######## design 1 ########
Fig. 1: design 1, track usage over the die
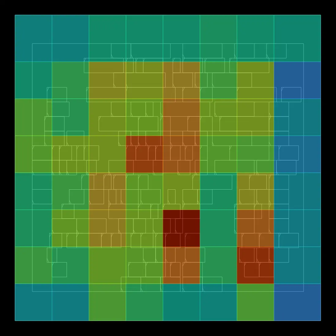

### src/rtl/mips_multicycle_controller.sv
// Multicycle MIPS control unit. It sequences fetch, decode, and execute
// through a Moore state machine for lw, sw, R-type, beq, addi and j.
// Outputs that depend only on the state are registered next to the state
// register. IRWrite, PCEn, illegal_op and the R-type ALUControl also depend
// on live inputs, so they are decoded combinationally from the current state.
module mips_multicycle_controller (
    input  logic       clk,
    input  logic       reset,
    input  logic [5:0] opcode,
    input  logic [5:0] funct,
    input  logic       zero,
    input  logic       mem_ready,
    output logic       PCEn,
    output logic       IorD,
    output logic       MemWrite,
    output logic       IRWrite,
    output logic       RegDst,
    output logic       MemtoReg,
    output logic       RegWrite,
    output logic       ALUSrcA,
    output logic       illegal_op,
    output logic [1:0] ALUSrcB,
    output logic [1:0] PCSrc,
    output logic [2:0] ALUControl,
    output logic [3:0] state
);

    typedef enum logic [3:0] {
        S_FETCH   = 4'd0,
        S_DECODE  = 4'd1,
        S_MEMADR  = 4'd2,
        S_MEMRD   = 4'd3,
        S_MEMWB   = 4'd4,
        S_MEMWR   = 4'd5,
        S_EXECUTE = 4'd6,
        S_ALUWB   = 4'd7,
        S_BRANCH  = 4'd8,
        S_ADDIEX  = 4'd9,
        S_ADDIWB  = 4'd10,
        S_JUMP    = 4'd11
    } state_t;

    localparam logic [5:0] OP_RTYPE = 6'b000000;
    localparam logic [5:0] OP_LW    = 6'b100011;
    localparam logic [5:0] OP_SW    = 6'b101011;
    localparam logic [5:0] OP_BEQ   = 6'b000100;
    localparam logic [5:0] OP_ADDI  = 6'b001000;
    localparam logic [5:0] OP_J     = 6'b000010;

    localparam logic [2:0] ALU_ADD = 3'b010;
    localparam logic [2:0] ALU_SUB = 3'b110;
    localparam logic [2:0] ALU_AND = 3'b000;
    localparam logic [2:0] ALU_OR  = 3'b001;
    localparam logic [2:0] ALU_SLT = 3'b111;

    // Control bundle that is a pure function of the state.
    typedef struct packed {
        logic       iord;
        logic       mem_write;
        logic       reg_dst;
        logic       mem_to_reg;
        logic       reg_write;
        logic       alu_src_a;
        logic [1:0] alu_src_b;
        logic [1:0] pc_src;
        logic [2:0] alu_ctrl;
    } ctrl_t;

    // Returns the state-only controls for state s. Unlisted fields stay 0,
    // and the ALU defaults to add.
    function automatic ctrl_t decode_state(input state_t s);
        ctrl_t c;
        c          = '0;
        c.alu_ctrl = ALU_ADD;
        case (s)
            S_FETCH: begin
                c.alu_src_b = 2'b01;
            end
            S_DECODE: begin
                c.alu_src_b = 2'b11;
            end
            S_MEMADR, S_ADDIEX: begin
                c.alu_src_a = 1'b1;
                c.alu_src_b = 2'b10;
            end
            S_MEMRD: begin
                c.iord = 1'b1;
            end
            S_MEMWB: begin
                c.mem_to_reg = 1'b1;
                c.reg_write  = 1'b1;
            end
            S_MEMWR: begin
                c.iord      = 1'b1;
                c.mem_write = 1'b1;
            end
            S_EXECUTE: begin
                c.alu_src_a = 1'b1;
            end
            S_ALUWB: begin
                c.reg_dst   = 1'b1;
                c.reg_write = 1'b1;
            end
            S_BRANCH: begin
                c.alu_src_a = 1'b1;
                c.alu_ctrl  = ALU_SUB;
                c.pc_src    = 2'b01;
            end
            S_ADDIWB: begin
                c.reg_write = 1'b1;
            end
            S_JUMP: begin
                c.pc_src = 2'b10;
            end
            default: ;
        endcase
        return c;
    endfunction

    state_t     state_q, state_d;
    ctrl_t      ctrl_q, ctrl_d;
    logic       op_legal;
    logic       funct_legal;
    logic [2:0] funct_alu;

    // Decode the R-type function field into an ALU operation and a legality flag.
    always_comb begin
        funct_alu   = ALU_ADD;
        funct_legal = 1'b1;
        case (funct)
            6'b100000: funct_alu = ALU_ADD;
            6'b100010: funct_alu = ALU_SUB;
            6'b100100: funct_alu = ALU_AND;
            6'b100101: funct_alu = ALU_OR;
            6'b101010: funct_alu = ALU_SLT;
            default:   funct_legal = 1'b0;
        endcase
    end

    // Next-state logic. Unused codes 12-15 fall back to FETCH.
    always_comb begin
        state_d  = S_FETCH;
        op_legal = 1'b1;
        case (state_q)
            S_FETCH:   state_d = mem_ready ? S_DECODE : S_FETCH;
            S_DECODE: begin
                case (opcode)
                    OP_LW, OP_SW: state_d = S_MEMADR;
                    OP_RTYPE:     state_d = S_EXECUTE;
                    OP_BEQ:       state_d = S_BRANCH;
                    OP_ADDI:      state_d = S_ADDIEX;
                    OP_J:         state_d = S_JUMP;
                    default: begin
                        state_d  = S_FETCH;
                        op_legal = 1'b0;
                    end
                endcase
            end
            S_MEMADR:  state_d = (opcode == OP_LW) ? S_MEMRD : S_MEMWR;
            S_MEMRD:   state_d = mem_ready ? S_MEMWB : S_MEMRD;
            S_MEMWR:   state_d = mem_ready ? S_FETCH : S_MEMWR;
            S_EXECUTE: state_d = S_ALUWB;
            S_ADDIEX:  state_d = S_ADDIWB;
            default:   state_d = S_FETCH;
        endcase
        ctrl_d = decode_state(state_d);
    end

    // Advance the state and register its controls together, so ctrl_q always matches state_q.
    always_ff @(posedge clk) begin
        if (reset) begin
            state_q <= S_FETCH;
            ctrl_q  <= decode_state(S_FETCH);
        end else begin
            state_q <= state_d;
            ctrl_q  <= ctrl_d;
        end
    end

    // Drive the outputs: registered state controls plus the input-qualified strobes.
    always_comb begin
        IorD       = ctrl_q.iord;
        MemWrite   = ctrl_q.mem_write;
        RegDst     = ctrl_q.reg_dst;
        MemtoReg   = ctrl_q.mem_to_reg;
        RegWrite   = ctrl_q.reg_write;
        ALUSrcA    = ctrl_q.alu_src_a;
        ALUSrcB    = ctrl_q.alu_src_b;
        PCSrc      = ctrl_q.pc_src;
        ALUControl = (state_q == S_EXECUTE) ? funct_alu : ctrl_q.alu_ctrl;
        IRWrite    = (state_q == S_FETCH) && mem_ready;
        PCEn       = ((state_q == S_FETCH) && mem_ready) ||
                     ((state_q == S_BRANCH) && zero) ||
                     (state_q == S_JUMP);
        illegal_op = ((state_q == S_DECODE) && !op_legal) ||
                     ((state_q == S_EXECUTE) && !funct_legal);
        state      = state_q;
    end

endmodule

### config.mk
export PLATFORM = sky130hd
export DESIGN_NAME = mips_multicycle_controller
export DESIGN_NICKNAME = d
export VERILOG_FILES = /design/src/rtl/mips_multicycle_controller.sv
export SDC_FILE = /design/constraint.sdc
export NUM_CORES = 1
export LEC_CHECK = 0
export CORE_MARGIN = 3
export CORE_UTILIZATION = 35
export CTS_BUF_LIST = sky130_fd_sc_hd__clkbuf_16
export CTS_CLUSTER_DIAMETER = 60
export CTS_CLUSTER_SIZE = 8
export DETAILED_ROUTE_END_ITERATION = 7
export PLACE_DENSITY = 0.7
export SLEW_MARGIN = 20
export SYNTH_ARGS = -nofsm -noshare
export SYNTH_HDL_FRONTEND = slang
export SYNTH_SLANG_ARGS = --single-unit
export TNS_END_PERCENT = 100
### constraint.sdc
create_clock -name clk -period 2.4 [get_ports clk]
set_input_delay 0.24 -clock clk [delete_from_list [all_inputs] [get_ports clk]]
set_output_delay 0.24 -clock clk [all_outputs]
set_load 0.01 [all_outputs]
######## design 2 ########
**src/rtl/rom_port_arbiter.sv**
```systemverilog
// Round-robin arbiter sharing the two read ports of a dual-port synchronous ROM
// among NUM_REQ requesters; returns each q word to its owner ROM_LAT cycles later.
module rom_port_arbiter #(
  parameter int NUM_REQ = 4,
  parameter int ADDR_W  = 7,
  parameter int DATA_W  = 8,
  parameter int ROM_LAT = 2
) (
  input  logic                      clk,
  input  logic                      rst,
  input  logic [NUM_REQ-1:0]        req_valid,
  input  logic [NUM_REQ*ADDR_W-1:0] req_addr,
  output logic [NUM_REQ-1:0]        req_ready,
  output logic [ADDR_W-1:0]         rom_addr_a,
  output logic [ADDR_W-1:0]         rom_addr_b,
  input  logic [DATA_W-1:0]         rom_q_a,
  input  logic [DATA_W-1:0]         rom_q_b,
  output logic [NUM_REQ-1:0]        rsp_valid,
  output logic [NUM_REQ*DATA_W-1:0] rsp_data
);

  localparam int ID_W = (NUM_REQ > 1) ? $clog2(NUM_REQ) : 1;
  typedef logic [ID_W-1:0] id_t;

  function automatic id_t wrap_inc(input id_t id, input int step);
    return id_t'((int'(id) + step) % NUM_REQ);
  endfunction

  id_t ptr, ptr_nxt;
  id_t idx;
  logic gnt_a, gnt_b;
  id_t  id_a, id_b;

  logic [ROM_LAT-1:0] vld_a, vld_b;
  id_t                pid_a [ROM_LAT];
  id_t                pid_b [ROM_LAT];

  // Scan cyclically from ptr: first valid requester takes port A, the next one port B.
  always_comb begin
    gnt_a = 1'b0;
    gnt_b = 1'b0;
    id_a  = '0;
    id_b  = '0;
    idx   = '0;
    for (int k = 0; k < NUM_REQ; k++) begin
      // NOTE: blocking assignments here; idx is a scratch value rewritten each iteration.
      idx = wrap_inc(ptr, k);
      if (!rst && req_valid[idx]) begin
        if (!gnt_a) begin
          gnt_a = 1'b1;
          id_a  = idx;
        end else if (!gnt_b) begin
          gnt_b = 1'b1;
          id_b  = idx;
        end
      end
    end
  end

  always_comb begin
    ptr_nxt = ptr;
    if (gnt_b)      ptr_nxt = wrap_inc(id_b, 1);
    else if (gnt_a) ptr_nxt = wrap_inc(id_a, 1);
  end

  always_comb begin
    req_ready = '0;
    if (gnt_a) req_ready[id_a] = 1'b1;
    if (gnt_b) req_ready[id_b] = 1'b1;
  end

  assign rom_addr_a = gnt_a ? req_addr[id_a*ADDR_W +: ADDR_W] : '0;
  assign rom_addr_b = gnt_b ? req_addr[id_b*ADDR_W +: ADDR_W] : '0;

  always_ff @(posedge clk) begin
    if (rst) begin
      ptr   <= '0;
      vld_a <= '0;
      vld_b <= '0;
    end else begin
      ptr      <= ptr_nxt;
      vld_a[0] <= gnt_a;
      vld_b[0] <= gnt_b;
      for (int s = 1; s < ROM_LAT; s++) begin
        vld_a[s] <= vld_a[s-1];
        vld_b[s] <= vld_b[s-1];
      end
    end
  end

  // NOTE: requester ids carry no reset; they only matter when the matching valid bit is set.
  always_ff @(posedge clk) begin
    pid_a[0] <= id_a;
    pid_b[0] <= id_b;
    for (int s = 1; s < ROM_LAT; s++) begin
      pid_a[s] <= pid_a[s-1];
      pid_b[s] <= pid_b[s-1];
    end
  end

  // Exiting entries steer the ROM words; ports never target the same requester together.
  always_comb begin
    rsp_valid = '0;
    rsp_data  = '0;
    if (!rst && vld_a[ROM_LAT-1]) begin
      rsp_valid[pid_a[ROM_LAT-1]] = 1'b1;
      rsp_data[pid_a[ROM_LAT-1]*DATA_W +: DATA_W] = rom_q_a;
    end
    if (!rst && vld_b[ROM_LAT-1]) begin
      rsp_valid[pid_b[ROM_LAT-1]] = 1'b1;
      rsp_data[pid_b[ROM_LAT-1]*DATA_W +: DATA_W] = rom_q_b;
    end
  end

endmodule

```
**config.mk**
```make
export PLATFORM = sky130hd
export DESIGN_NAME = rom_port_arbiter
export DESIGN_NICKNAME = d
export VERILOG_FILES = /design/src/rtl/rom_port_arbiter.sv
export SDC_FILE = /design/constraint.sdc
export NUM_CORES = 1
export LEC_CHECK = 0
export ABC_AREA = 1
export CORE_MARGIN = 8
export CORE_UTILIZATION = 39
export CTS_BUF_LIST = sky130_fd_sc_hd__clkbuf_2
export CTS_CLUSTER_DIAMETER = 80
export DETAILED_ROUTE_END_ITERATION = 8
export PLACE_DENSITY = 0.92
export SLEW_MARGIN = 20
export SYNTH_ARGS = -nofsm -noshare
export SYNTH_HDL_FRONTEND = slang
export SYNTH_SLANG_ARGS = --single-unit
export TNS_END_PERCENT = 5
```
**constraint.sdc**
```tcl
create_clock -name clk -period 2.35 [get_ports clk]
set_input_delay 0.47 -clock clk [delete_from_list [all_inputs] [get_ports clk]]
set_output_delay 0.47 -clock clk [all_outputs]
set_load 0.02 [all_outputs]
```
Fig. 2: design 1, pin map
(8 px per um) Pins as bars across the die edge, other pins in grey.
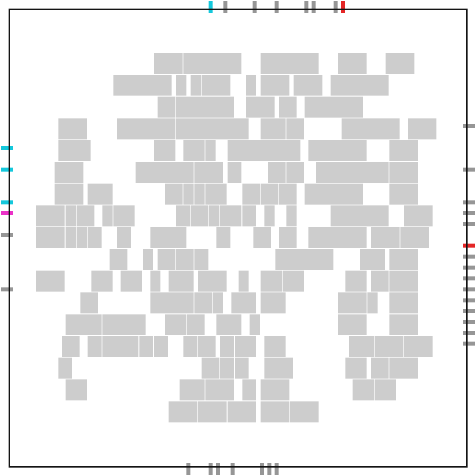
- cyan: state (pins 4; direction output; edge 3 left, 1 top)
- red: PCSrc (pins 2; direction output; edge 1 right, 1 top)
- magenta: PCEn (pins 1; direction output; edge left)
- all pins by edge: 15 right, 8 top, 7 bottom, 6 left
chip width: 57.0 um
IO buf count: 35
die height: 57.0 um

## Picture notes: Fig. 1
post-DR wirelength/cell: 13.7 um
Final Core Density: 0.584
busiest grt layer: met2
routing usage on met3: 0.0317
Total Routing Usage GR: 0.147

==> flow_metrics.py, design 1 <==
# Synthesis and PnR figures
metrics = {
    "yosys": {
        "xor_share": 0.0192,
        "yosysWarningCount": 0,
        "edf_count": 0,
        "yosysChipArea_um2": 911,
        "synthDistinctLibCells": 40,
    },
    "power_and_ir_drop": {
        "p_clk_w": 0.000303,
        "pwr-share-comb": 0.155,
        "internal_power_w": 0.000510,
        "maxPowerGroup": "clock",
        "powerSeq_w": 0.000241,
        "pg_comb_w": 0.0000999,
        "total_power_w": 0.000643,
    },
    "final_layout": {
        "dominant_cells": "multi-input combinational cells",
        "logic_gate_count": 86,
        "comb_share": 0.420,
        "antenna-diode-count": 0,
        "mi_logic_area_um2": 574,
        "nFillCells": 216,
    },
    "grt": {
        "antenna_found_initial": 0,
    },
    "sta": {
        "max_freq_ghz": 0.441,
        "whs_ps": 821,
        "slew_headroom": 0.690,
        "finalSetupViolCount": 0,
        "tns_ps": 0,
        "setup_slack_ps": 135,
    },
    "critical_path": {
        "crit_arrival_ps": 2030,
        "cpLargestDelayFamily": "flip-flops",
        "critPathMaxFanout": 14,
        "r2r_slack_ps": 470,
    },
    "cts": {
        "htreeDepth": 1,
        "clock.latency.late_pin_ps": 230,
    },
    "min_path": {
        "min_path_cells": 2,
    },
    "detailed_routing": {
        "dr.pass1.iters": 4,
    },
    "run": {
        "maxCapViolCount": 0,
    },
    "floorplan": {
        "io_pins": 36,
        "fp-utilization": 0.389,
    },
    "placement": {
        "gp_congestion": 0.835,
    },
    "outcome": {
        "outcome": "complete, no violations",
    },
}
==> design 1: routing by layer <==
| metal | share of wire | global-route usage |
|---|---|---|
| met5 | 0 | 0 |
| met3 | 0.041 | 0.0317 |
| met2 | 0.46 | 0.235 |
| met4 | 0.0071 | 0.0497 |
| met1 | 0.50 | 0.195 |
==> design 1: flip-flops by register name (all words and copies together) (netlist names) <==
name	flops
ALUSrcA	1
RegDst	1
RegWrite	1
ALUSrcB	2
MemWrite	1
MemtoReg	1
ctrl_q	1
IorD	1
state	4
PCSrc	1
Fig. 3: design 2, M1 wires
(4 px per um)
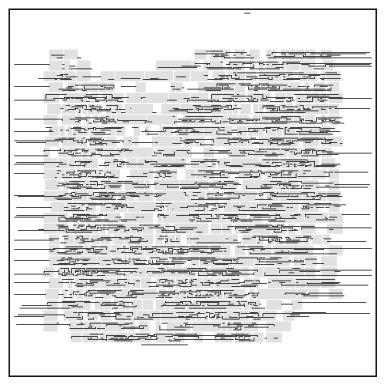
- share of all routed wire: 34%
- wire length on this layer: 4510 um
- main direction: horizontal
total wire length: 13300 um
via count: 3925
met1 GRT Util: 0.268

==> flow_metrics.py, design 2 <==
# Synthesis and PnR figures
metrics = {
    "power_and_ir_drop": {
        "internal_power_w": 0.00285,
        "pg_comb_w": 0.00590,
    },
    "outcome": {
        "outcome": "complete, but fails checks",
        "violations": "setup timing",
    },
    "yosys": {
        "yosys-stat-cells": 377,
        "syn_inst": 377,
        "top_cells_by_count": "120 x nand2_1, 33 x inv_1, 33 x nand3_1, 33 x nor2_1, 25 x o21ai_0",
        "ff_type": "dfxtp_1",
        "logic_family": "simple AND/OR/NAND/NOR gates",
        "area_leaders": "nand2_1 20%, dfxtp_1 13%, ha_1 8.5%",
        "yosysWarningCount": 0,
        "synthArstFlopShare": 0,
    },
    "critical_path": {
        "r2r_slack_ps": -240,
        "crit_path_start": "ptr[0]",
        "worst_path_most_repeated_cell": "buf_4",
    },
    "final_layout": {
        "fin_util": 0.838,
        "buffers": 209,
        "antenna-diode-count": 0,
        "seq_area_um2": 292,
        "stdcell_count": 652,
    },
    "sta": {
        "finalHoldViolations": 0,
        "setup_slack_ps": -779,
        "finalSetupViolCount": 40,
    },
    "floorplan": {
        "die_h_um": 91.4,
    },
    "grt": {
        "grt-busiest-layer": "met2",
    },
    "cts": {
        "path_clk_slew_ps": 150,
        "cts_setup_buffers": 12,
        "numCtsBuffers": 3,
    },
    "placement": {
        "dp.cells": 624,
    },
}
-- design 2: kinds of logic after synthesis --
family | count (synthesis)
AOI/OAI and AO/OA | 77
buffers and inverters | 54
and+or+nand+nor | 217
DFF | 14
adders and majority gates | 15
-- design 2: layer usage --
| metal | vias to the layer above | routed length (um) |
|---|---|---|
| met3 | 105 | 1380 |
| met5 | - | 0 |
| li1 | 1689 | - |
| met1 | 1773 | 4510 |
| met2 | 358 | 6250 |
| met4 | 0 | 1160 |


==> layout pictures side by side <==
Signal wires on met3.
image #1
(4 px per um)
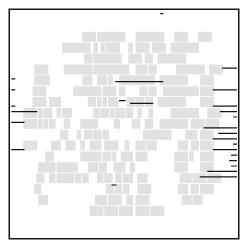
image #2
(3 px per um)
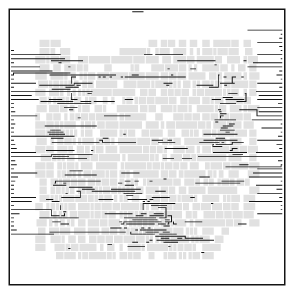
design 2 -> image #2
design 1 -> image #1
- largest die: image #2

Key to image #1:
- main direction: horizontal
- wire length on this layer: 98.2 um
- share of all routed wire: 4.1%
- longest straight run: 11.7 um
- nets with wire on the layer: 25

Power is estimated from default activity; no workload was simulated.
